# ---- regfile_wb_arbiter ----
**src/rtl/regfile_wb_arbiter.sv**
```systemverilog
// Register-file write-port arbiter (ALU > LSU > MDU) with a pending scoreboard for long-latency results.
// Optional write-back forwarding to decode is enabled by defining WB_FWD_EN.
module regfile_wb_arbiter #(
  parameter int AW = 5,
  parameter int DW = 32
) (
  input  logic          clk,
  input  logic          rst,
  input  logic          ena,
  input  logic          alu_valid,
  input  logic [AW-1:0] alu_addr,
  input  logic [DW-1:0] alu_data,
  input  logic          lsu_valid,
  input  logic [AW-1:0] lsu_addr,
  input  logic [DW-1:0] lsu_data,
  output logic          lsu_ready,
  input  logic          mdu_valid,
  input  logic [AW-1:0] mdu_addr,
  input  logic [DW-1:0] mdu_data,
  output logic          mdu_ready,
  input  logic          issue_valid,
  input  logic [AW-1:0] issue_addr,
  input  logic [AW-1:0] rs_addr,
  input  logic [AW-1:0] rt_addr,
  output logic          stall,
`ifdef WB_FWD_EN
  output logic [DW-1:0] rs_fwd,
  output logic [DW-1:0] rt_fwd,
  output logic          rs_hit,
  output logic          rt_hit,
`endif
  output logic          wb_we,
  output logic [AW-1:0] wb_addr,
  output logic [DW-1:0] wb_data
);

  localparam int NREG = 32'd1 << AW;

  logic [NREG-1:0] pending_q, pending_d;
  logic            wb_we_q, wb_we_d;
  logic [AW-1:0]   wb_addr_q, wb_addr_d;
  logic [DW-1:0]   wb_data_q, wb_data_d;

  logic            live;
  logic            alu_acc, lsu_acc, mdu_acc;
  logic            win_valid;
  logic [AW-1:0]   win_addr;
  logic [DW-1:0]   win_data;
  logic [NREG-1:0] clr_mask, set_mask;
  logic            rs_pend, rt_pend;
  logic            rs_hit_int, rt_hit_int;

  // Reset holds the readies low so no handshake completes in a reset cycle.
  assign live = ena & ~rst;

  always_comb begin
    alu_acc = live & alu_valid;
    lsu_acc = live & lsu_valid & ~alu_valid;
    mdu_acc = live & mdu_valid & ~alu_valid & ~lsu_valid;
  end

  assign lsu_ready = lsu_acc;
  assign mdu_ready = mdu_acc;

  always_comb begin
    win_valid = 1'b0;
    win_addr  = {AW{1'b0}};
    win_data  = {DW{1'b0}};
    if (alu_acc) begin
      win_valid = 1'b1;
      win_addr  = alu_addr;
      win_data  = alu_data;
    end else if (lsu_acc) begin
      win_valid = 1'b1;
      win_addr  = lsu_addr;
      win_data  = lsu_data;
    end else if (mdu_acc) begin
      win_valid = 1'b1;
      win_addr  = mdu_addr;
      win_data  = mdu_data;
    end else begin
      win_valid = 1'b0;
    end
  end

  always_comb begin
    wb_we_d   = win_valid & (win_addr != {AW{1'b0}});
    wb_addr_d = wb_we_d ? win_addr : wb_addr_q;
    wb_data_d = wb_we_d ? win_data : wb_data_q;
  end

  // Set is applied after clear so a same-cycle issue keeps the register pending.
  always_comb begin
    clr_mask = {NREG{1'b0}};
    set_mask = {NREG{1'b0}};
    if (lsu_acc | mdu_acc) begin
      clr_mask[win_addr] = 1'b1;
    end else begin
      clr_mask = {NREG{1'b0}};
    end
    if (live & issue_valid) begin
      set_mask[issue_addr] = 1'b1;
    end else begin
      set_mask = {NREG{1'b0}};
    end
    pending_d    = (pending_q & ~clr_mask) | set_mask;
    pending_d[0] = 1'b0;
  end

  always_ff @(posedge clk) begin
    if (rst) begin
      wb_we_q   <= 1'b0;
      wb_addr_q <= {AW{1'b0}};
      wb_data_q <= {DW{1'b0}};
      pending_q <= {NREG{1'b0}};
    end else begin
      wb_we_q   <= wb_we_d;
      wb_addr_q <= wb_addr_d;
      wb_data_q <= wb_data_d;
      pending_q <= pending_d;
    end
  end

  assign wb_we   = wb_we_q;
  assign wb_addr = wb_addr_q;
  assign wb_data = wb_data_q;

`ifdef WB_FWD_EN
  // The write in flight this cycle is not yet in the register file, so decode takes it from here.
  always_comb begin
    rs_hit_int = wb_we_q & (wb_addr_q == rs_addr) & (rs_addr != {AW{1'b0}});
    rt_hit_int = wb_we_q & (wb_addr_q == rt_addr) & (rt_addr != {AW{1'b0}});
    rs_fwd     = rs_hit_int ? wb_data_q : {DW{1'b0}};
    rt_fwd     = rt_hit_int ? wb_data_q : {DW{1'b0}};
  end
  assign rs_hit = rs_hit_int;
  assign rt_hit = rt_hit_int;
`else
  assign rs_hit_int = 1'b0;
  assign rt_hit_int = 1'b0;
`endif

  always_comb begin
    rs_pend = pending_q[rs_addr] & (rs_addr != {AW{1'b0}});
    rt_pend = pending_q[rt_addr] & (rt_addr != {AW{1'b0}});
    stall   = (rs_pend & ~rs_hit_int) | (rt_pend & ~rt_hit_int);
  end

endmodule

```
**config.mk**
```make
export PLATFORM = sky130hd
export DESIGN_NAME = regfile_wb_arbiter
export DESIGN_NICKNAME = d
export VERILOG_FILES = /design/src/rtl/regfile_wb_arbiter.sv
export SDC_FILE = /design/constraint.sdc
export NUM_CORES = 1
export LEC_CHECK = 0
export CAP_MARGIN = 5
export CORE_ASPECT_RATIO = 0.7
export CORE_MARGIN = 2
export CORE_UTILIZATION = 46
export DETAILED_ROUTE_END_ITERATION = 8
export HOLD_SLACK_MARGIN = 0.06
export PLACE_DENSITY_LB_ADDON = 0.12
export SETUP_SLACK_MARGIN = 0.05
export SYNTH_ARGS = -nofsm -noshare
export SYNTH_HDL_FRONTEND = slang
export SYNTH_SLANG_ARGS = --single-unit
```
**constraint.sdc**
```tcl
create_clock -name clk -period 6.2 [get_ports clk]
set_clock_uncertainty 0.15 [all_clocks]
set_input_delay 1.55 -clock clk [delete_from_list [all_inputs] [get_ports clk]]
set_output_delay 1.55 -clock clk [all_outputs]
set_load 0.02 [all_outputs]
```
# ---- rf_instr_decoder ----
File: src/rtl/rf_instr_decoder.sv
`default_nettype none
// ============================================================================
// Module      : rf_instr_decoder
// Description : Decode stage in front of the register-file functional unit.
//               It registers raw 16-bit RF instructions taken over a
//               valid/ready handshake. Each one is expanded into the 14-bit RF
//               control word, which is zero-extended to I_DECODED_WIDTH and
//               presented one cycle after acceptance. The block also handles
//               array-wide stalls and multi-cycle NOP repeats (NOPR), so the
//               RF never sees a duplicated write.
// Revision    : 1.0 - initial release
// ----------------------------------------------------------------------------
// Ports
//   iClk                 in   1                clock
//   iReset               in   1                asynchronous reset, active low
//   iInstr               in   I_WIDTH          raw instruction
//   iInstrValid          in   1                iInstr valid
//   oInstrReady          out  1                decoder can accept this cycle
//   iStall               in   1                array-wide stall
//   oDecodedInstruction  out  I_DECODED_WIDTH  control word to the RF
//   oDecodedValid        out  1                control word is a fresh, non-stalled
//                                              accepted instruction
//   oIllegal             out  1                sticky illegal-opcode flag
//                                              (RF_DEC_ILLEGAL_TRAP_EN builds only)
// Configuration macro
//   RF_DEC_ILLEGAL_TRAP_EN : when defined, opcode 111 raises oIllegal and
//                            parks the decoder in TRAP until reset. When it
//                            is undefined, opcode 111 decodes as a NOP.
// ============================================================================
module rf_instr_decoder #(
    parameter int I_WIDTH         = 16,
    parameter int I_DECODED_WIDTH = 16,
    parameter int REG_ADDR_WIDTH  = 4,
    parameter int SRC_WIDTH       = 2,
    parameter int DEST_WIDTH      = 1,
    parameter     TEST_ID         = "0"
) (
    input  logic                       iClk,
    input  logic                       iReset,
    input  logic [I_WIDTH-1:0]         iInstr,
    input  logic                       iInstrValid,
    output logic                       oInstrReady,
    input  logic                       iStall,
    output logic [I_DECODED_WIDTH-1:0] oDecodedInstruction,
    output logic                       oDecodedValid
`ifdef RF_DEC_ILLEGAL_TRAP_EN
    ,
    output logic                       oIllegal
`endif
);

    // Only the fixed field layout is implemented. The debug dump suffix must
    // be a non-empty string.
    generate
        if (I_WIDTH != 16 || I_DECODED_WIDTH < 14 || REG_ADDR_WIDTH != 4 ||
            SRC_WIDTH != 2 || DEST_WIDTH != 1 || $bits(TEST_ID) < 8) begin : g_bad_params
            $error("rf_instr_decoder: unsupported parameter set");
        end
    endgenerate

    localparam logic [2:0] cOpNop    = 3'b000;
    localparam logic [2:0] cOpRd     = 3'b001;
    localparam logic [2:0] cOpRdi    = 3'b010;
    localparam logic [2:0] cOpWr     = 3'b011;
    localparam logic [2:0] cOpWri    = 3'b100;
    localparam logic [2:0] cOpWriRdi = 3'b101;
    localparam logic [2:0] cOpNopr   = 3'b110;

`ifdef RF_DEC_ILLEGAL_TRAP_EN
    typedef enum logic [1:0] {
        IDLE   = 2'd0,
        REPEAT = 2'd1,
        TRAP   = 2'd2
    } state_t;
`else
    typedef enum logic [1:0] {
        IDLE   = 2'd0,
        REPEAT = 2'd1
    } state_t;
`endif

    state_t      rState;
    logic [7:0]  rCount;
    logic [13:0] rDecoded;
    logic        rDecodedValid;

    // Raw instruction fields
    logic [2:0]  wOp;
    logic [3:0]  wRegB;
    logic        wRegA;
    logic        wDest;
    logic [1:0]  wSrcB;
    logic [1:0]  wSrcA;
    logic [7:0]  wNoprCnt;
    logic [2:0]  wunusedInstrLow;

    assign wOp             = iInstr[15:13];
    assign wRegB           = iInstr[12:9];
    assign wRegA           = iInstr[8];
    assign wDest           = iInstr[7];
    assign wSrcB           = iInstr[6:5];
    assign wSrcA           = iInstr[4:3];
    assign wNoprCnt        = iInstr[12:5];
    assign wunusedInstrLow = iInstr[2:0];

    logic        wRead;
    logic        wReadImm;
    logic        wWrite;
    logic        wWriteImm;
    logic        wCopyFields;
    logic        wIsNopr;
    logic [13:0] wDecoded;
`ifdef RF_DEC_ILLEGAL_TRAP_EN
    logic        wIsIllegal;
    logic        rIllegal;
`endif

    always_comb begin
        wRead       = 1'b0;
        wReadImm    = 1'b0;
        wWrite      = 1'b0;
        wWriteImm   = 1'b0;
        wCopyFields = 1'b1;
        wIsNopr     = 1'b0;
`ifdef RF_DEC_ILLEGAL_TRAP_EN
        wIsIllegal  = 1'b0;
`endif
        case (wOp)
            cOpRd:     wRead = 1'b1;
            cOpRdi:    begin wRead = 1'b1; wReadImm = 1'b1; end
            cOpWr:     wWrite = 1'b1;
            cOpWri:    wWriteImm = 1'b1;
            cOpWriRdi: begin wWriteImm = 1'b1; wRead = 1'b1; wReadImm = 1'b1; end
            cOpNop:    wCopyFields = 1'b0;
            cOpNopr:   begin wCopyFields = 1'b0; wIsNopr = 1'b1; end
            default: begin
                // Opcode 111: a NOP word. It traps only in trap-enabled builds.
                wCopyFields = 1'b0;
`ifdef RF_DEC_ILLEGAL_TRAP_EN
                wIsIllegal  = 1'b1;
`endif
            end
        endcase
        // NOP-class words are all zero, so the field bits are suppressed too.
        wDecoded = wCopyFields ?
                   {wRegB, wRegA, wRead, wReadImm, wWrite, wWriteImm, wDest, wSrcB, wSrcA} :
                   14'd0;
    end

    // A held word waits while a stall is active. During that time it has not
    // yet been presented to the RF, so no new instruction may overwrite it.
    logic wPending;
    logic wAccept;

    assign wPending    = rDecodedValid & iStall;
    assign oInstrReady = (rState == IDLE) & ~iStall & ~wPending;
    assign wAccept     = iInstrValid & oInstrReady;

    always_ff @(posedge iClk or negedge iReset) begin
        if (!iReset) begin
            rState        <= IDLE;
            rCount        <= 8'd0;
            rDecoded      <= 14'd0;
            rDecodedValid <= 1'b0;
`ifdef RF_DEC_ILLEGAL_TRAP_EN
            rIllegal      <= 1'b0;
`endif
        end else if (!iStall) begin
            // A presented word is cleared, unless a new word replaces it in
            // the same cycle. That rule gives one-per-cycle throughput and
            // also prevents a word from being written to the RF twice.
            if (wAccept) begin
                rDecoded      <= wDecoded;
                rDecodedValid <= 1'b1;
            end else begin
                rDecoded      <= 14'd0;
                rDecodedValid <= 1'b0;
            end

            case (rState)
                IDLE: begin
                    if (wAccept) begin
                        if (wIsNopr && wNoprCnt != 8'd0) begin
                            rState <= REPEAT;
                            rCount <= wNoprCnt;
                        end
`ifdef RF_DEC_ILLEGAL_TRAP_EN
                        else if (wIsIllegal) begin
                            rState   <= TRAP;
                            rIllegal <= 1'b1;
                        end
`endif
                    end
                end
                REPEAT: begin
                    // The last repeat cycle is the one where the count leaves 1.
                    if (rCount == 8'd1) begin
                        rState <= IDLE;
                        rCount <= 8'd0;
                    end else begin
                        rCount <= rCount - 8'd1;
                    end
                end
`ifdef RF_DEC_ILLEGAL_TRAP_EN
                TRAP: rState <= TRAP;
`endif
                default: begin
                    rState <= IDLE;
                    rCount <= 8'd0;
                end
            endcase
        end
    end

    always_comb begin
        oDecodedInstruction = '0;
        if (!iStall) begin
            oDecodedInstruction[13:0] = rDecoded;
        end
    end

    assign oDecodedValid = ~iStall & rDecodedValid;

`ifdef RF_DEC_ILLEGAL_TRAP_EN
    assign oIllegal = rIllegal;
`endif

endmodule
`default_nettype wire

File: config.mk
export PLATFORM = sky130hd
export DESIGN_NAME = rf_instr_decoder
export DESIGN_NICKNAME = d
export VERILOG_FILES = /design/src/rtl/rf_instr_decoder.sv
export SDC_FILE = /design/constraint.sdc
export NUM_CORES = 1
export LEC_CHECK = 0
export CORE_AREA = 2 2 55 57
export DETAILED_ROUTE_END_ITERATION = 10
export DIE_AREA = 0 0 57 59
export MAX_ROUTING_LAYER = met4
export PLACE_DENSITY = 0.82
export SYNTH_ARGS = -nofsm -noshare
export SYNTH_HDL_FRONTEND = slang
export SYNTH_SLANG_ARGS = --single-unit
File: constraint.sdc
create_clock -name iClk -period 3.3 [get_ports iClk]
set_input_delay 0.495 -clock iClk [delete_from_list [all_inputs] [get_ports iClk]]
set_output_delay 0.495 -clock iClk [all_outputs]
set_load 0.01 [all_outputs]
Fig. 1: rf_instr_decoder, signal wires on met2
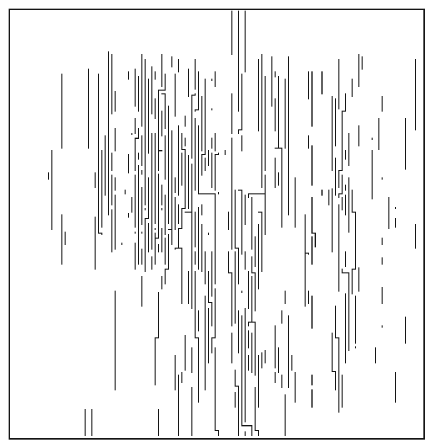
wire length on this layer	1,480 um
longest straight run	22.4 um
met2 routing resource usage after global routing: 34.15%
total via count after detailed routing: 1,165
total wire length after detailed routing: 3046 um

==> tab_implementation.tex, rf_instr_decoder <==
% Auto-generated results table
\begin{tabular}{lr}
\hline
Metric & Value \\
\hline
\multicolumn{2}{l}{\textbf{Run status}} \\
\quad Outcome & complete, no violations \\
\multicolumn{2}{l}{\textbf{Clock tree}} \\
\quad CTS root buf & sky130\_fd\_sc\_hd\_\_clkbuf\_4 \\
\quad Number of clock sinks & 24 \\
\multicolumn{2}{l}{\textbf{Final layout}} \\
\quad Storage element area & 600.6 um2 \\
\quad Count of non-filler cells in the finished layout & 194 \\
\quad Non-clock buffer total of the final layout & 34 \\
\quad Area added between synthesis and finish & 27.92\% \\
\multicolumn{2}{l}{\textbf{Floorplan}} \\
\quad Initial standard-cell utilization of the core & 48.29\% \\
\multicolumn{2}{l}{\textbf{Hold path}} \\
\quad Class of the tightest hold or removal check & flop to flop \\
\multicolumn{2}{l}{\textbf{Synth}} \\
\quad Number of synthesized flops with an enable pin & 0 \\
\multicolumn{2}{l}{\textbf{Global route}} \\
\quad Overall routing resource usage & 20.09\% \\
\multicolumn{2}{l}{\textbf{Drt}} \\
\quad Final antenna-violating net count & 0 \\
\multicolumn{2}{l}{\textbf{Setup path}} \\
\quad Worst Setup End Kind & output pin \\
\quad Bufs and invs on worst path & 3 \\
\multicolumn{2}{l}{\textbf{Final timing}} \\
\quad Final hold slack & 491.0 ps \\
\multicolumn{2}{l}{\textbf{Power}} \\
\quad Leading power group & sequential cells \\
\hline
\end{tabular}
## rf_instr_decoder: flip-flops by register name, indices dropped and copies added, names as in the netlist
register and count:
rCount 8, rDecoded 14, rDecodedValid 1, rState 1
## rf_instr_decoder: metal layers
layer  vias to the layer above  wire length, um
met4                         0               90
met1                       544             1246
met2                        59             1483
met3                        15              226
met5                         -                0
li1                        547                -
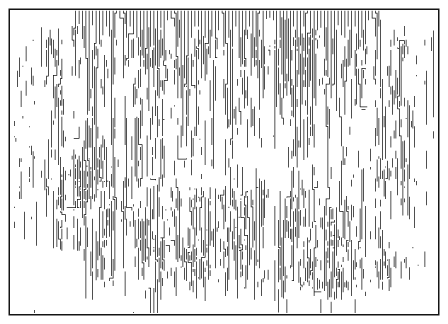
Fig. 2. Signal wires on met2 (regfile_wb_arbiter).
longest straight run	35.0 um
main direction	vertical

==> tab_implementation.tex, regfile_wb_arbiter <==
% Auto-generated results table
\begin{tabular}{lr}
\hline
Metric & Value \\
\hline
\multicolumn{2}{l}{\textbf{Setup path}} \\
\quad Number of stages on the worst setup path & 6 \\
\quad Cell family with the largest share of critical-path delay & buffers and inverters \\
\multicolumn{2}{l}{\textbf{Power}} \\
\quad Power Total & 1.346 mW \\
\quad Leak & 2.163 nW \\
\quad Switching power & 0.3080 mW \\
\quad Clock group & 0.618 mW \\
\quad Worst ir drop on vdd & 0.1670 mV \\
\quad Leading power group & the clock network \\
\multicolumn{2}{l}{\textbf{Drt}} \\
\quad Final antenna-violating net count & 0 \\
\multicolumn{2}{l}{\textbf{Hold path}} \\
\quad Class of the tightest hold or removal check & flop to flop \\
\multicolumn{2}{l}{\textbf{Final timing}} \\
\quad Final setup margin & 526.4 ps \\
\quad Final setup violation count & 0 \\
\multicolumn{2}{l}{\textbf{Synth}} \\
\quad Distinct cell type count after synthesis & 45 \\
\quad Synthesized net count & 546 \\
\quad Total cell area reported by yosys after synthesis & 4006 um2 \\
\quad Largest area contributor in the synthesized netlist & sky130\_fd\_sc\_hd\_\_dfxtp\_1 \\
\quad Prevailing post-synth register cell & sky130\_fd\_sc\_hd\_\_dfxtp\_1 \\
\quad Top cells by area & sky130\_fd\_sc\_hd\_\_dfxtp\_1, sky130\_fd\_sc\_hd\_\_mux2i\_1, sky130\_fd\_sc\_hd\_\_a222oi\_1, sky130\_fd\_sc\_hd\_\_mux4\_2, sky130\_fd\_sc\_hd\_\_nand2b\_1 \\
\quad Number of synthesized flops with an enable pin & 0 \\
\quad Mean post-synth cell area & 9.701 um2 \\
\multicolumn{2}{l}{\textbf{Run status}} \\
\quad Outcome & complete, no violations \\
\multicolumn{2}{l}{\textbf{Clock tree}} \\
\quad Maximum clock path buffer count & 2 \\
\multicolumn{2}{l}{\textbf{Final layout}} \\
\quad Highest-count logic cell in the final layout & sky130\_fd\_sc\_hd\_\_clkdlybuf4s50\_1 \\
\quad Number of clock-tree buffers in the layout & 9 \\
\multicolumn{2}{l}{\textbf{Floorplan}} \\
\quad CORE AREA & 8443 um2 \\
\multicolumn{2}{l}{\textbf{Placed design}} \\
\quad Post-DP HPWL & 9932 um \\
\multicolumn{2}{l}{\textbf{Global route}} \\
\quad Via count of the first global-routing pass & 3,638 \\
\hline
\end{tabular}
regfile_wb_arbiter: cells by family (layout without fill, tap and decap cells):
| family | count (synthesis) | in the layout | share of synthesized area (%) |
|---|---|---|---|
| buffers and inverters | 37 | 199 | 5.871 |
| flip-flops | 69 | 69 | 34.48 |
| multiplexers | 54 | 54 | 17.93 |
| AND-OR/OR-AND | 123 | 123 | 21.67 |
| AND/OR/NAND/NOR | 130 | 130 | 20.05 |

## Gallery

Congestion heat map.
picture 1
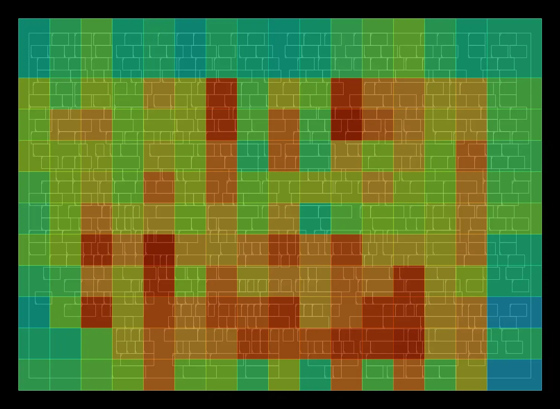
picture 2
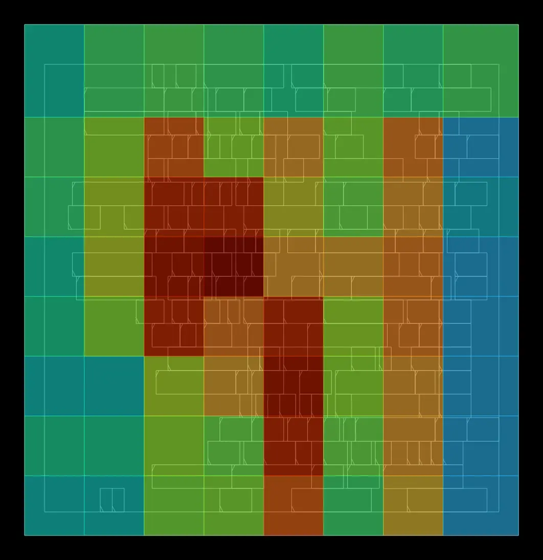
For regfile_wb_arbiter, see picture 1.
For rf_instr_decoder, see picture 2.
Of these, most wire per cell: picture 1


# ---- spi_cmd_ctrl ----
Fig. 3: spi_cmd_ctrl, local utilization
Bar = 20 um. 9 x 9 tiles, from dark blue (low) to red (high), 0 to 100% covered.
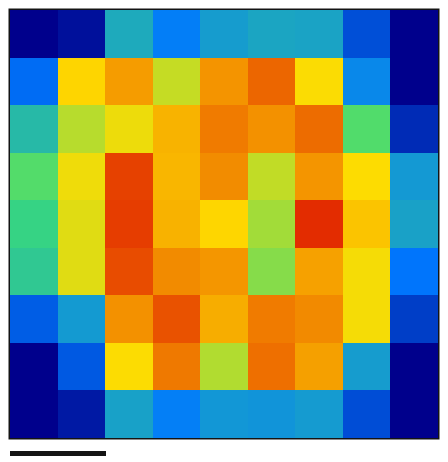

`config.mk`:
```
export PLATFORM = sky130hd
export DESIGN_NAME = spi_cmd_ctrl
export DESIGN_NICKNAME = d
export VERILOG_FILES = /design/src/rtl/spi_cmd_ctrl.sv
export SDC_FILE = /design/constraint.sdc
export NUM_CORES = 1
export LEC_CHECK = 0
export ABC_AREA = 1
export CORE_MARGIN = 3
export CORE_UTILIZATION = 50
export DETAILED_ROUTE_END_ITERATION = 8
export HOLD_SLACK_MARGIN = 0.02
export PLACE_DENSITY = 0.87
export RECOVER_POWER = 50
export SLEW_MARGIN = 20
export SYNTH_ARGS = -nofsm -noshare
export SYNTH_HDL_FRONTEND = slang
export SYNTH_SLANG_ARGS = --single-unit
```
`constraint.sdc`:
```
create_clock -name clk -period 1.8 [get_ports clk]
set_input_delay 0.45 -clock clk [delete_from_list [all_inputs] [get_ports clk]]
set_output_delay 0.45 -clock clk [all_outputs]
set_load 0.03 [all_outputs]
```
`src/rtl/spi_cmd_ctrl.sv`:
```
// Command sequencer: captures SPI command triples into a one-entry buffer and
// turns them into tile writes (single or full-screen fill) or a score update.
module spi_cmd_ctrl #(
   parameter  int GRID_W = 32,
   parameter  int GRID_H = 24,
   localparam int XW     = $clog2(GRID_W),
   localparam int YW     = $clog2(GRID_H)
) (
   input  logic          clk,
   input  logic          reset,
   input  logic          cs,
   input  logic [7:0]    command_rx,
   input  logic [7:0]    databyte1_rx,
   input  logic [7:0]    databyte2_rx,
   output logic          wr_en,
   input  logic          wr_ready,
   output logic [XW-1:0] wr_x,
   output logic [YW-1:0] wr_y,
   output logic [3:0]    wr_data,
   output logic [15:0]   score,
   output logic          busy,
   output logic [7:0]    err_cnt,
   output logic [7:0]    drop_cnt
);

   typedef enum logic [1:0] {
      S_IDLE,
      S_WR,
      S_FILL
   } state_t;

   localparam logic [7:0]    X_LIM  = 8'(GRID_W);
   localparam logic [7:0]    Y_LIM  = 8'(GRID_H);
   localparam logic [XW-1:0] X_LAST = XW'(GRID_W - 1);
   localparam logic [YW-1:0] Y_LAST = YW'(GRID_H - 1);

   state_t        state_q;
   logic          cs_meta_q, cs_sync_q, cs_prev_q;
   logic          pend_valid_q;
   logic [7:0]    pend_cmd_q, pend_d1_q, pend_d2_q;
   logic          wr_en_q;
   logic [XW-1:0] wr_x_q;
   logic [YW-1:0] wr_y_q;
   logic [3:0]    wr_data_q;
   logic [15:0]   score_q;
   logic [7:0]    err_q, drop_q;

   logic          cs_end;
   logic          pop;

   assign cs_end = cs_prev_q & ~cs_sync_q;
   assign pop    = (state_q == S_IDLE) & pend_valid_q;

   always_ff @(posedge clk) begin
      if (reset) begin
         state_q      <= S_IDLE;
         cs_meta_q    <= 1'b0;
         cs_sync_q    <= 1'b0;
         cs_prev_q    <= 1'b0;
         pend_valid_q <= 1'b0;
         pend_cmd_q   <= '0;
         pend_d1_q    <= '0;
         pend_d2_q    <= '0;
         wr_en_q      <= 1'b0;
         wr_x_q       <= '0;
         wr_y_q       <= '0;
         wr_data_q    <= '0;
         score_q      <= '0;
         err_q        <= '0;
         drop_q       <= '0;
      end else begin
         cs_meta_q <= cs;
         cs_sync_q <= cs_meta_q;
         cs_prev_q <= cs_sync_q;

         // A pop and a refill in the same cycle leave the new command buffered.
         if (pop)
            pend_valid_q <= 1'b0;
         if (cs_end) begin
            if (!pend_valid_q || pop) begin
               pend_cmd_q   <= command_rx;
               pend_d1_q    <= databyte1_rx;
               pend_d2_q    <= databyte2_rx;
               pend_valid_q <= 1'b1;
            end else if (drop_q != '1) begin
               drop_q <= drop_q + 8'd1;
            end
         end

         case (state_q)
            S_IDLE: begin
               if (pend_valid_q) begin
                  case (pend_cmd_q[7:4])
                     4'h0: ;
                     4'h1: begin
                        if (pend_d1_q >= X_LIM || pend_d2_q >= Y_LIM) begin
                           if (err_q != '1)
                              err_q <= err_q + 8'd1;
                        end else begin
                           wr_x_q    <= pend_d1_q[XW-1:0];
                           wr_y_q    <= pend_d2_q[YW-1:0];
                           wr_data_q <= pend_cmd_q[3:0];
                           wr_en_q   <= 1'b1;
                           state_q   <= S_WR;
                        end
                     end
                     4'h2: begin
                        wr_x_q    <= '0;
                        wr_y_q    <= '0;
                        wr_data_q <= pend_cmd_q[3:0];
                        wr_en_q   <= 1'b1;
                        state_q   <= S_FILL;
                     end
                     4'h3: score_q <= {pend_d1_q, pend_d2_q};
                     default: begin
                        if (err_q != '1)
                           err_q <= err_q + 8'd1;
                     end
                  endcase
               end
            end
            S_WR: begin
               if (wr_ready) begin
                  wr_en_q <= 1'b0;
                  state_q <= S_IDLE;
               end
            end
            S_FILL: begin
               // wr_x_q/wr_y_q double as the fill walk counters.
               if (wr_ready) begin
                  if (wr_x_q == X_LAST) begin
                     wr_x_q <= '0;
                     if (wr_y_q == Y_LAST) begin
                        wr_y_q  <= '0;
                        wr_en_q <= 1'b0;
                        state_q <= S_IDLE;
                     end else begin
                        wr_y_q <= wr_y_q + YW'(1);
                     end
                  end else begin
                     wr_x_q <= wr_x_q + XW'(1);
                  end
               end
            end
            default: begin
               wr_en_q <= 1'b0;
               state_q <= S_IDLE;
            end
         endcase
      end
   end

   assign wr_en    = wr_en_q;
   assign wr_x     = wr_x_q;
   assign wr_y     = wr_y_q;
   assign wr_data  = wr_data_q;
   assign score    = score_q;
   assign err_cnt  = err_q;
   assign drop_cnt = drop_q;
   assign busy     = (state_q != S_IDLE) | pend_valid_q;

endmodule

```
# ---- uart_tx_frame ----
`src/rtl/uart_tx_frame.sv`:
```
// UART frame transmitter: start, DATA_WIDTH data bits LSB first, optional parity, one stop bit.
// Start bit appears the cycle after acceptance; requests while busy are dropped, so the caller must hold or re-assert data_valid.
module uart_tx_frame #(
  parameter int DATA_WIDTH     = 8,
  parameter int PRESCALE_WIDTH = 6
) (
  input  logic                      clk,
  input  logic                      rst,
  input  logic [DATA_WIDTH-1:0]     p_data,
  input  logic                      data_valid,
  input  logic                      par_en,
  input  logic                      par_typ,
  input  logic [PRESCALE_WIDTH-1:0] prescale,
  output logic                      tx_out,
  output logic                      busy
);

  localparam int IDX_W = (DATA_WIDTH > 1) ? $clog2(DATA_WIDTH) : 1;

  typedef enum logic [2:0] {
    IDLE   = 3'd0,
    START  = 3'd1,
    DATA   = 3'd2,
    PARITY = 3'd3,
    STOP   = 3'd4
  } state_t;

  state_t                    state;
  logic [DATA_WIDTH-1:0]     data_q;
  logic                      par_en_q;
  logic                      par_typ_q;
  logic [PRESCALE_WIDTH-1:0] period_q;
  logic [PRESCALE_WIDTH-1:0] cnt;
  logic [IDX_W-1:0]          bit_idx;
  logic [IDX_W-1:0]          next_idx;
  logic                      slot_end;
  logic                      par_bit;

  assign slot_end = (cnt == period_q - PRESCALE_WIDTH'(1));
  assign next_idx = bit_idx + IDX_W'(1);
  // Odd parity is the inverse of the even (XOR-reduce) bit.
  assign par_bit  = par_typ_q ^ (^data_q);

  always_ff @(posedge clk or posedge rst) begin
    if (rst) begin
      state     <= IDLE;
      tx_out    <= 1'b1;
      busy      <= 1'b0;
      cnt       <= '0;
      bit_idx   <= '0;
      data_q    <= '0;
      par_en_q  <= 1'b0;
      par_typ_q <= 1'b0;
      period_q  <= '0;
    end else if (state == IDLE) begin
      cnt     <= '0;
      bit_idx <= '0;
      if (data_valid) begin
        data_q    <= p_data;
        par_en_q  <= par_en;
        par_typ_q <= par_typ;
        // A zero prescale would never reach the end of a slot, so run it as one cycle.
        period_q  <= (prescale == '0) ? PRESCALE_WIDTH'(1) : prescale;
        state     <= START;
        tx_out    <= 1'b0;
        busy      <= 1'b1;
      end
    end else if (!slot_end) begin
      cnt <= cnt + PRESCALE_WIDTH'(1);
    end else begin
      cnt <= '0;
      case (state)
        START: begin
          state  <= DATA;
          tx_out <= data_q[0];
        end
        DATA: begin
          if (bit_idx == IDX_W'(DATA_WIDTH - 1)) begin
            bit_idx <= '0;
            if (par_en_q) begin
              state  <= PARITY;
              tx_out <= par_bit;
            end else begin
              state  <= STOP;
              tx_out <= 1'b1;
            end
          end else begin
            bit_idx <= next_idx;
            tx_out  <= data_q[next_idx];
          end
        end
        PARITY: begin
          state  <= STOP;
          tx_out <= 1'b1;
        end
        STOP: begin
          state  <= IDLE;
          busy   <= 1'b0;
          tx_out <= 1'b1;
        end
        default: begin
          state  <= IDLE;
          busy   <= 1'b0;
          tx_out <= 1'b1;
        end
      endcase
    end
  end

endmodule

```
`config.mk`:
```
export PLATFORM = sky130hd
export DESIGN_NAME = uart_tx_frame
export DESIGN_NICKNAME = d
export VERILOG_FILES = /design/src/rtl/uart_tx_frame.sv
export SDC_FILE = /design/constraint.sdc
export NUM_CORES = 1
export LEC_CHECK = 0
export CAP_MARGIN = 20
export CORE_MARGIN = 3
export CORE_UTILIZATION = 40
export CTS_CLUSTER_SIZE = 16
export DETAILED_ROUTE_END_ITERATION = 16
export PLACE_DENSITY = 0.64
export SYNTH_ARGS = -nofsm -noshare
export SYNTH_HDL_FRONTEND = slang
export SYNTH_SLANG_ARGS = --single-unit
```
`constraint.sdc`:
```
create_clock -name clk -period 2.1 [get_ports clk]
set_clock_uncertainty 0.2 [all_clocks]
set_input_delay 0.42 -clock clk [delete_from_list [all_inputs] [get_ports clk]]
set_output_delay 0.42 -clock clk [all_outputs]
set_load 0.1 [all_outputs]
```

==> gallery <==
Metal 1.
Cells faint in the background.
panel A
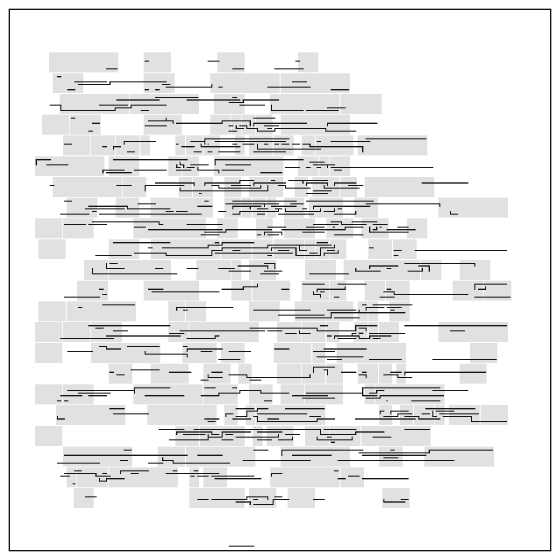
panel B
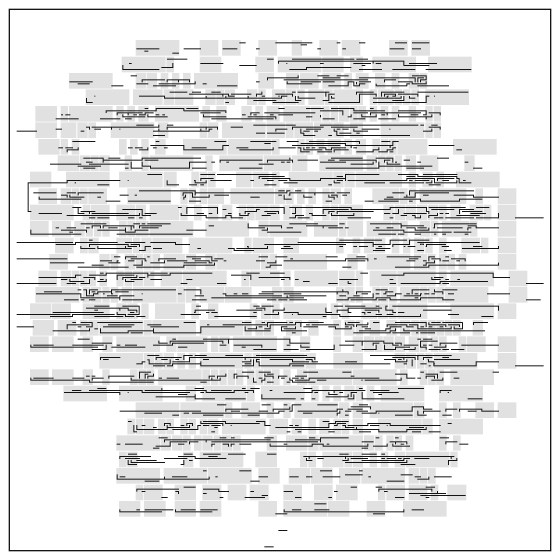
spi_cmd_ctrl: panel B
uart_tx_frame: panel A

Fig. 4: spi_cmd_ctrl, congestion heat map
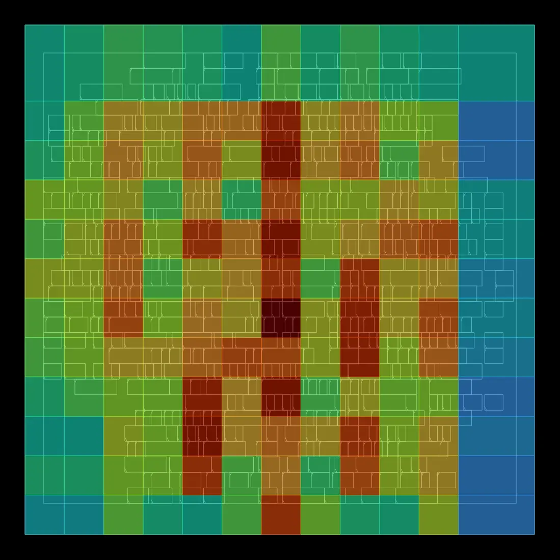
most crowded layer after global routing: met2
met2 routing resource usage after global routing: 35.43%

Notes on Fig. 3 above:
nearly empty tiles	8.6%
tiles over 75% full	36%
mean over tiles	54%
emptiest ninth of the die	bottom left

==> tab_implementation.tex, spi_cmd_ctrl <==
% Auto-generated results table
\begin{tabular}{lr}
\hline
Metric & Value \\
\hline
\multicolumn{2}{l}{\textbf{Placed design}} \\
\quad Number of buffer cells added on primary ports & 75 \\
\multicolumn{2}{l}{\textbf{Run status}} \\
\quad Outcome & complete, no violations \\
\multicolumn{2}{l}{\textbf{Synth}} \\
\quad Fraction of the mapped netlist area in compound gates & 12.21\% \\
\multicolumn{2}{l}{\textbf{Global route}} \\
\quad Pin count of the biggest net entering global routing & 52 \\
\quad Overall routing resource usage & 22.05\% \\
\multicolumn{2}{l}{\textbf{Final timing}} \\
\quad Share of the clock period used by the worst path after layout & 91.74\% \\
\quad Unrepaired setup endpoints after global routing & no \\
\multicolumn{2}{l}{\textbf{Clock tree}} \\
\quad Total CTS buffers & 9 \\
\quad CTS root buf & sky130\_fd\_sc\_hd\_\_clkbuf\_8 \\
\multicolumn{2}{l}{\textbf{Setup path}} \\
\quad Highest net fanout along the worst path & 6 \\
\quad Nature of the critical path startpoint & flop \\
\multicolumn{2}{l}{\textbf{Hold path}} \\
\quad Min-Delay Startpoint & cs\_meta\_q\$\_SDFF\_PP0\_ \\
\multicolumn{2}{l}{\textbf{Drt}} \\
\quad Detailed-routed wire length on met3 & 476 um \\
\quad Top Metal Used & met4 \\
\quad Detailed-route wire length on metal 1 & 3620 um \\
\hline
\end{tabular}
-- spi_cmd_ctrl: area by class of cell --
| class | instances | area (um2) |
|---|---|---|
| inverters | 36 | 138.9 |
| multi-input cells | 350 | 1684 |
| clock buffers | 11 | 141.4 |
| flip-flops and latches | 77 | 1544 |
| well taps | 77 | 96.34 |
| fillers | 567 | 2133 |
| clock inverters | 2 | 12.51 |
| repair buffers | 87 | 780.7 |
-- spi_cmd_ctrl: power by group --
group	internal, mW	total [mW]	switching [mW]
Combinational	0.0969	0.205	0.109
Clock	0.514	1.10	0.589
Sequential	1.72	1.74	0.0169
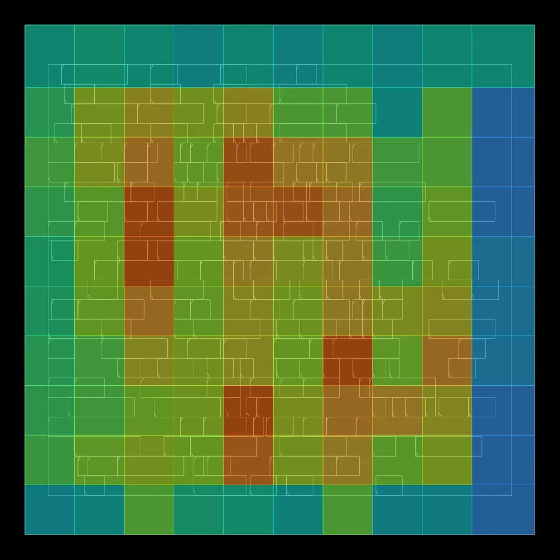
Fig. 5. Congestion heat map (uart_tx_frame).
met3 Usage GRT: 5.398%
final core area utilization: 58.44%

==> tab_implementation.tex, uart_tx_frame <==
% Auto-generated results table
\begin{tabular}{lr}
\hline
Metric & Value \\
\hline
\multicolumn{2}{l}{\textbf{Clock tree}} \\
\quad Clock edge transition at the registers on the reported setup and hold paths & 60 ps \\
\quad Number of clock sinks & 30 \\
\multicolumn{2}{l}{\textbf{Floorplan}} \\
\quad Ports & 21 \\
\multicolumn{2}{l}{\textbf{Final layout}} \\
\quad Number of fillers in the final layout & 336 \\
\quad Non-Clock Inverter Count & 5 \\
\quad Largest register FFs & 8 \\
\multicolumn{2}{l}{\textbf{Placed design}} \\
\quad Total placed cells including tap cells & 224 \\
\quad Cell area after placement & 2028 um2 \\
\quad Post-DP HPWL & 2571 um \\
\multicolumn{2}{l}{\textbf{Drt}} \\
\quad DR pass1 iterations & 4 \\
\multicolumn{2}{l}{\textbf{Run status}} \\
\quad Outcome & complete, no violations \\
\multicolumn{2}{l}{\textbf{Final timing}} \\
\quad Share of the clock period used by the worst path after layout & 99.27\% \\
\multicolumn{2}{l}{\textbf{Hold path}} \\
\quad Class of the tightest hold or removal check & primary input to async pin \\
\multicolumn{2}{l}{\textbf{Synth}} \\
\quad Synth Instances & 148 \\
\quad Prevailing post-synth register cell & sky130\_fd\_sc\_hd\_\_dfrtp\_1 \\
\hline
\end{tabular}
-- uart_tx_frame: cells by family after synthesis --
kind of cell | after synthesis | synth area share, %
simple gates | 43 | 13.94
buf+inv | 9 | 2.385
fa+ha+maj | 4 | 2.981
flops | 30 | 44.78
mux | 17 | 12.07
xor+xnor | 18 | 10.21
compound gates | 27 | 13.64
-- uart_tx_frame: routing by layer --
layer,global-route usage (%),share of wire (%),routed length (um),vias up
li1,-,-,-,619
met1,20.55,44,1566,628
met2,25.85,50,1807,21
met3,5.398,4.6,165,4
met4,5.637,1.2,44,0
met5,0,0,0,-

# ---- rs_syndrome_flat ----
Fig. 6: rs_syndrome_flat, metal 1
Cells faint in the background.
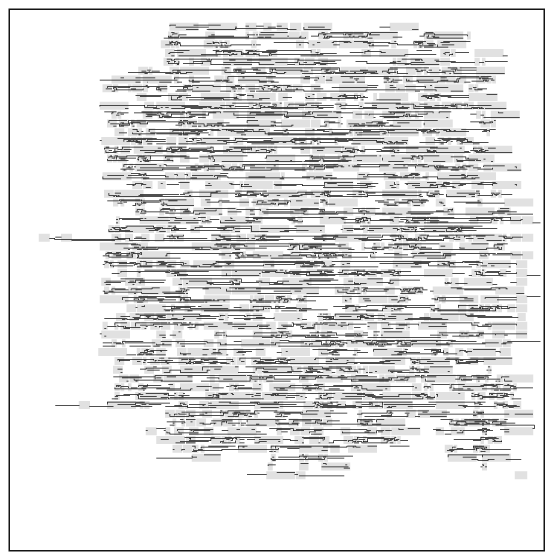
Fig. 7: rs_syndrome_flat, signal wires on met2
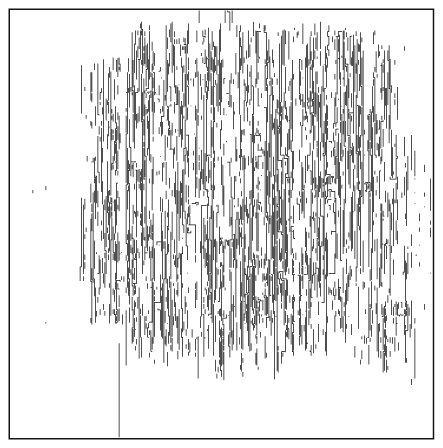
**src/rtl/rs_pkg.sv**
```systemverilog
// ---------------------------------------------------------------------------
// rs_pkg
// Shared constants for the RS(255,239,T=8) datapath over GF(2^8):
// field polynomial, code dimensions, alpha power table, state encodings and
// a GF(2^8) multiply helper. Used by the encoder, syndrome and locator stages.
// Ports: none (package).
// ---------------------------------------------------------------------------
package rs_pkg;

    localparam int RS_M = 8;
    localparam int RS_N = 255;
    localparam int RS_K = 239;
    localparam int RS_T = 8;

    localparam logic [8:0] FIELD_POLY = 9'h11D;

    // alpha^j for j = 0..15, element [0] = alpha^0
    localparam logic [15:0][7:0] ALPHA_POW = {
        8'h26, 8'h13, 8'h87, 8'hCD, 8'hE8, 8'h74, 8'h3A, 8'h1D,
        8'h80, 8'h40, 8'h20, 8'h10, 8'h08, 8'h04, 8'h02, 8'h01
    };

    localparam logic [0:0] S_ACC = 1'b0;
    localparam logic [0:0] S_OUT = 1'b1;

    // Shift-and-add multiply; with a constant b this folds to an XOR network.
    function automatic logic [7:0] gf_mul(input logic [7:0] a, input logic [7:0] b);
        logic [7:0] p;
        logic [7:0] x;
        p = '0;
        x = a;
        for (int i = 0; i < 8; i++) begin
            if (b[i]) p = p ^ x;
            x = x[7] ? ({x[6:0], 1'b0} ^ FIELD_POLY[7:0]) : {x[6:0], 1'b0};
        end
        return p;
    endfunction

endpackage

```
**src/rtl/rs_syndrome_if.sv**
```systemverilog
// ---------------------------------------------------------------------------
// rs_syndrome_if
// Byte-input / syndrome-output bundle for the RS syndrome stage.
//   in_byte, in_valid, in_ready      : received symbol stream (valid/ready)
//   syn_out, syn_idx, syn_valid,
//   syn_last, err                    : syndrome stream, no backpressure
// master = upstream/downstream environment, slave = rs_syndrome.
// ---------------------------------------------------------------------------
interface rs_syndrome_if #(
    parameter int M = 8,
    parameter int T = 8
);
    localparam int IW = $clog2(2 * T);

    logic [M-1:0]  in_byte;
    logic          in_valid;
    logic          in_ready;
    logic [M-1:0]  syn_out;
    logic [IW-1:0] syn_idx;
    logic          syn_valid;
    logic          syn_last;
    logic          err;

    modport master (
        output in_byte, in_valid,
        input  in_ready, syn_out, syn_idx, syn_valid, syn_last, err
    );

    modport slave (
        input  in_byte, in_valid,
        output in_ready, syn_out, syn_idx, syn_valid, syn_last, err
    );
endinterface

```
**src/rtl/rs_syn_cmul.sv**
```systemverilog
// ---------------------------------------------------------------------------
// rs_syn_cmul
// Combinational GF(2^8) multiply by the constant alpha^J (poly 0x11D).
//   a : operand in
//   y : a * alpha^J
// ---------------------------------------------------------------------------
module rs_syn_cmul
    import rs_pkg::*;
#(
    parameter int J = 0
) (
    input  logic [7:0] a,
    output logic [7:0] y
);
    localparam logic [7:0] K_ALPHA = ALPHA_POW[J];

    always_comb y = gf_mul(a, K_ALPHA);
endmodule

```
**src/rtl/rs_syndrome.sv**
```systemverilog
// ---------------------------------------------------------------------------
// rs_syndrome
// Evaluates S_j = r(alpha^j), j = 0..2T-1, over one received codeword using
// Horner's rule (first byte is the highest-degree coefficient), then streams
// the 2T syndromes out on consecutive cycles with an error flag on the last.
//   clk     : clock
//   reset_n : asynchronous active-low reset
//   bus     : rs_syndrome_if.slave (byte input, syndrome output)
//
// state | meaning
// S_ACC | accepting bytes, updating all syndromes per byte
// S_OUT | presenting syndrome out_ct, input stalled
// ---------------------------------------------------------------------------
module rs_syndrome
    import rs_pkg::*;
#(
    parameter int N = RS_N,
    parameter int T = RS_T,
    parameter int M = RS_M
) (
    input  logic          clk,
    input  logic          reset_n,
    rs_syndrome_if.slave  bus
);
    localparam int NSYN = 2 * T;
    localparam int IW   = $clog2(NSYN);
    localparam logic [7:0]    BYTE_LAST = 8'(N - 1);
    localparam logic [IW-1:0] OUT_LAST  = IW'(NSYN - 1);

    logic [0:0]    state;
    logic [7:0]    byte_ct;
    logic [IW-1:0] out_ct;
    logic [IW-1:0] nxt_ct;
    logic [M-1:0]  s     [NSYN];
    logic [M-1:0]  s_mul [NSYN];
    logic [M-1:0]  s_nxt_out;
    logic [M-1:0]  syn_q;
    logic          last_q;
    logic          err_q;
    logic          err_acc;

    for (genvar g = 0; g < NSYN; g++) begin : g_cmul
        rs_syn_cmul #(.J(g)) u_cmul (
            .a (s[g]),
            .y (s_mul[g])
        );
    end

    assign nxt_ct    = out_ct + 1'b1;
    assign s_nxt_out = s[nxt_ct];

    // syn_q always holds S[out_ct] while in S_OUT, so it is loaded one step
    // ahead: with the finished S_0 on the last input byte, then S[out_ct+1].
    // err_acc covers indices already emitted before the current one.
    always_ff @(posedge clk or negedge reset_n) begin
        if (!reset_n) begin
            state   <= S_ACC;
            byte_ct <= '0;
            out_ct  <= '0;
            err_acc <= 1'b0;
            syn_q   <= '0;
            last_q  <= 1'b0;
            err_q   <= 1'b0;
            for (int j = 0; j < NSYN; j++) s[j] <= '0;
        end else begin
            case (state)
                S_ACC: begin
                    if (bus.in_valid) begin
                        for (int j = 0; j < NSYN; j++) s[j] <= s_mul[j] ^ bus.in_byte;
                        if (byte_ct == BYTE_LAST) begin
                            byte_ct <= '0;
                            out_ct  <= '0;
                            state   <= S_OUT;
                            syn_q   <= s_mul[0] ^ bus.in_byte;
                            last_q  <= 1'b0;
                            err_q   <= 1'b0;
                        end else begin
                            byte_ct <= byte_ct + 8'd1;
                        end
                    end
                end
                S_OUT: begin
                    if (out_ct == OUT_LAST) begin
                        for (int j = 0; j < NSYN; j++) s[j] <= '0;
                        err_acc <= 1'b0;
                        out_ct  <= '0;
                        syn_q   <= '0;
                        last_q  <= 1'b0;
                        err_q   <= 1'b0;
                        state   <= S_ACC;
                    end else begin
                        out_ct  <= nxt_ct;
                        syn_q   <= s_nxt_out;
                        err_acc <= err_acc | (syn_q != '0);
                        last_q  <= (nxt_ct == OUT_LAST);
                        err_q   <= (nxt_ct == OUT_LAST) &
                                   (err_acc | (syn_q != '0) | (s_nxt_out != '0));
                    end
                end
                default: begin
                    state   <= S_ACC;
                    byte_ct <= '0;
                    out_ct  <= '0;
                    err_acc <= 1'b0;
                    syn_q   <= '0;
                    last_q  <= 1'b0;
                    err_q   <= 1'b0;
                    for (int j = 0; j < NSYN; j++) s[j] <= '0;
                end
            endcase
        end
    end

    assign bus.in_ready  = (state == S_ACC);
    assign bus.syn_valid = (state == S_OUT);
    assign bus.syn_idx   = out_ct;
    assign bus.syn_out   = syn_q;
    assign bus.syn_last  = last_q;
    assign bus.err       = err_q;
endmodule

```
**src/flat_wrapper.sv**
```systemverilog
// flat-port wrapper written by rule: the top's interface ports become plain ports
module rs_syndrome_flat import rs_pkg::*;
#(
    parameter int N = RS_N,
    parameter int T = RS_T,
    parameter int M = RS_M
)
  (clk, reset_n, bus_in_byte, bus_in_valid, bus_in_ready, bus_syn_out, bus_syn_idx, bus_syn_valid, bus_syn_last, bus_err);
  rs_syndrome_if #(.M(M), .T(T)) bus_i ();
  input  logic clk;
  input  logic reset_n;
  input wire logic [$bits(bus_i.in_byte)-1:0] bus_in_byte;
  input wire logic [$bits(bus_i.in_valid)-1:0] bus_in_valid;
  output wire logic [$bits(bus_i.in_ready)-1:0] bus_in_ready;
  output wire logic [$bits(bus_i.syn_out)-1:0] bus_syn_out;
  output wire logic [$bits(bus_i.syn_idx)-1:0] bus_syn_idx;
  output wire logic [$bits(bus_i.syn_valid)-1:0] bus_syn_valid;
  output wire logic [$bits(bus_i.syn_last)-1:0] bus_syn_last;
  output wire logic [$bits(bus_i.err)-1:0] bus_err;
  assign bus_i.in_byte = bus_in_byte;
  assign bus_i.in_valid = bus_in_valid;
  assign bus_in_ready = bus_i.in_ready;
  assign bus_syn_out = bus_i.syn_out;
  assign bus_syn_idx = bus_i.syn_idx;
  assign bus_syn_valid = bus_i.syn_valid;
  assign bus_syn_last = bus_i.syn_last;
  assign bus_err = bus_i.err;
  rs_syndrome #(.N(N), .T(T), .M(M)) u_core (.clk(clk), .reset_n(reset_n), .bus(bus_i));
endmodule
```
**config.mk**
```make
export PLATFORM = sky130hd
export DESIGN_NAME = rs_syndrome_flat
export DESIGN_NICKNAME = d
export VERILOG_FILES = /design/src/rtl/rs_pkg.sv /design/src/rtl/rs_syndrome_if.sv /design/src/rtl/rs_syn_cmul.sv /design/src/rtl/rs_syndrome.sv /design/src/flat_wrapper.sv
export SDC_FILE = /design/constraint.sdc
export NUM_CORES = 1
export LEC_CHECK = 0
export CORE_AREA = 3 3 162 164
export DETAILED_ROUTE_END_ITERATION = 8
export DIE_AREA = 0 0 165 167
export GPL_ROUTABILITY_DRIVEN = 1
export PLACE_DENSITY = 0.61
export SLEW_MARGIN = 20
export SYNTH_ARGS = -nofsm -noshare
export SYNTH_HDL_FRONTEND = slang
export SYNTH_SLANG_ARGS = --single-unit
```
**constraint.sdc**
```tcl
create_clock -name clk -period 4.8 [get_ports clk]
set_clock_uncertainty 0.15 [all_clocks]
set_input_delay 1.44 -clock clk [delete_from_list [all_inputs] [get_ports clk]]
set_output_delay 1.44 -clock clk [all_outputs]
set_load 0.1 [all_outputs]
```
==> tab_implementation.tex <==
% Auto-generated results table
\begin{tabular}{lr}
\hline
Metric & Value \\
\hline
\multicolumn{2}{l}{\textbf{Power}} \\
\quad Worst ir drop on vdd & 0.3050 mV \\
\quad Portion of total power attributed to the clock network & 16.7\% \\
\quad Leak & 4.289 nW \\
\quad Sw Ratio & 40.45\% \\
\multicolumn{2}{l}{\textbf{Synth}} \\
\quad Seq/Total Area, Yosys & 38.33\% \\
\quad Async S/R FF share, synth & 100.0\% \\
\quad Adders+Majority by Area & 0.5043\% \\
\quad Main logic family after synthesis & XOR/XNOR gates \\
\quad XOR-XNOR Cells, Area Fraction & 27.77\% \\
\quad Synthesized net count & 1,073 \\
\quad Synth Instances & 1,058 \\
\quad Number of synthesized flops with an enable pin & 0 \\
\quad MUX share of area & 8.447\% \\
\quad Mean post-synth cell area & 9.380 um2 \\
\quad Largest area contributor in the synthesized netlist & sky130\_fd\_sc\_hd\_\_dfrtp\_1 \\
\quad Simple-gate share of the synthesized area & 9.531\% \\
\multicolumn{2}{l}{\textbf{Final layout}} \\
\quad Combinational gate area & 5725 um2 \\
\quad Leading cell category by total area & multi-input combinational cells \\
\quad Number of clock-tree buffers in the layout & 23 \\
\quad Area added between synthesis and finish & 11.25\% \\
\quad Non-Clock Inverter Count & 12 \\
\quad Storage element area & 3805 um2 \\
\quad Final design area excluding fillers & 11,040 um2 \\
\quad Non-clock buffer total of the final layout & 50 \\
\quad Final core area utilization & 44.10\% \\
\quad Number of logic gates & 809 \\
\quad Count of antenna diodes in the layout & 0 \\
\quad Highest-count logic cell in the final layout & sky130\_fd\_sc\_hd\_\_xnor2\_1 \\
\quad Register with the most flip-flops & u\_core.s \\
\quad Combinational share of cell area & 51.86\% \\
\multicolumn{2}{l}{\textbf{Final timing}} \\
\quad Share of the clock period used by the worst path after layout & 77.02\% \\
\quad Max frequency & 270.5 MHz \\
\quad Sum of negative setup slack & 0 ps \\
\quad Max transition margin & 26.24\% \\
\quad Final critical-path required period & 3697 ps \\
\multicolumn{2}{l}{\textbf{Floorplan}} \\
\quad Well-tap cell count & 330 \\
\quad Initial standard-cell utilization of the core & 39.64\% \\
\quad Die Ht & 167 um \\
\quad Horiz. Die Dim & 165 um \\
\quad Ports & 27 \\
\multicolumn{2}{l}{\textbf{Setup path}} \\
\quad Endpoint of the most critical register-to-register path & u\_core.bus.err\$\_DFFE\_PN0P\_ \\
\quad Number of cells traversed by the worst register-to-register path & 8 \\
\quad Worst flop-to-flop path startpoint & u\_core.bus.syn\_idx[0]\$\_DFFE\_PN0P\_ \\
\quad Worst setup path start & u\_core.bus.syn\_idx[2]\$\_DFFE\_PN0P\_ \\
\quad Nature of the critical path startpoint & flop \\
\quad Worst endpoint data arrival time & 2110 ps \\
\quad Highest net fanout along the worst path & 6 \\
\quad Cell family with the largest share of critical-path delay & buffers and inverters \\
\quad Worst Setup EP & bus\_syn\_idx[2] \\
\multicolumn{2}{l}{\textbf{Placed design}} \\
\quad Post-DP HPWL & 17,050 um \\
\quad Number of buffer cells added on primary ports & 26 \\
\quad Setup Slack @ Placement & 1161 ps \\
\quad Weighted congestion reported at the end of routability-driven placement & 0.8407 \\
\multicolumn{2}{l}{\textbf{Drt}} \\
\quad DRC marker count from the first detailed-route iteration & 704 \\
\quad Wire per inst & 18.67 um \\
\quad DR DRC count & 0 \\
\quad Total via count after detailed routing & 7,391 \\
\multicolumn{2}{l}{\textbf{Run status}} \\
\quad Outcome & complete, no violations \\
\multicolumn{2}{l}{\textbf{Global route}} \\
\quad Wire length of the first global-routing pass & 42,000 um \\
\quad Via count of the first global-routing pass & 7,240 \\
\quad Pin count of the biggest net entering global routing & 128 \\
\multicolumn{2}{l}{\textbf{Clock tree}} \\
\quad Post-cts sizing count & 0 \\
\quad H-tree levels & 4 \\
\hline
\end{tabular}
## Picture notes: Fig. 6
longest straight run	43.7 um
nets with wire on the layer	971
main direction	horizontal
wire length on this layer	12,000 um
share of all routed wire	46%

## Picture notes: Fig. 7
main direction	vertical
longest straight run	59.8 um
share of all routed wire	47%
wire length on this layer	12,100 um
nets with wire on the layer	816

## through the flow
stage          power [mW]  cells  hold slack [ps]
6_report            8.161   1384            338.7
5_1_grt             8.827   1384            376.9
3_5_place_dp        6.798   1353            323.0
2_1_floorplan       5.989   1058            306.1
4_1_cts             8.195   1384            336.9
3_3_place_gp        6.687   1353            320.9
## metal layers
layer,GRT usage [%],vias up,wire [um]
li1,-,3457,-
met1,28.93,3716,12010
met2,29.76,192,12060
met5,0,-,0
met4,5.616,0,423
met3,2.985,26,1344


==> layout pictures side by side <==
Met4 routing.
Cells faint in the background.
(a)
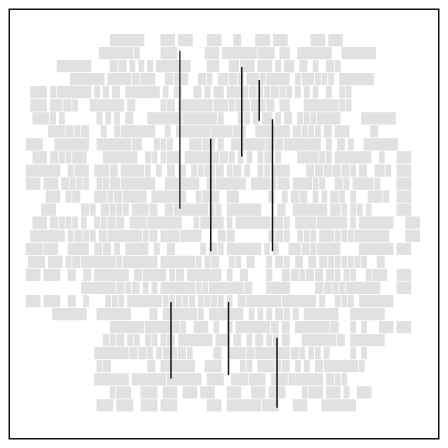
(b)
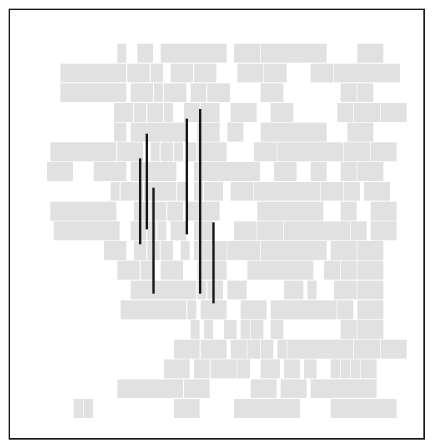
(c)
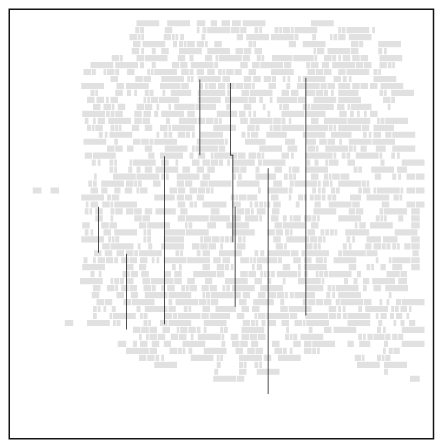
rs_syndrome_flat: (c)
rf_instr_decoder: (b)
spi_cmd_ctrl: (a)

Power and IR drop assume default switching activity.
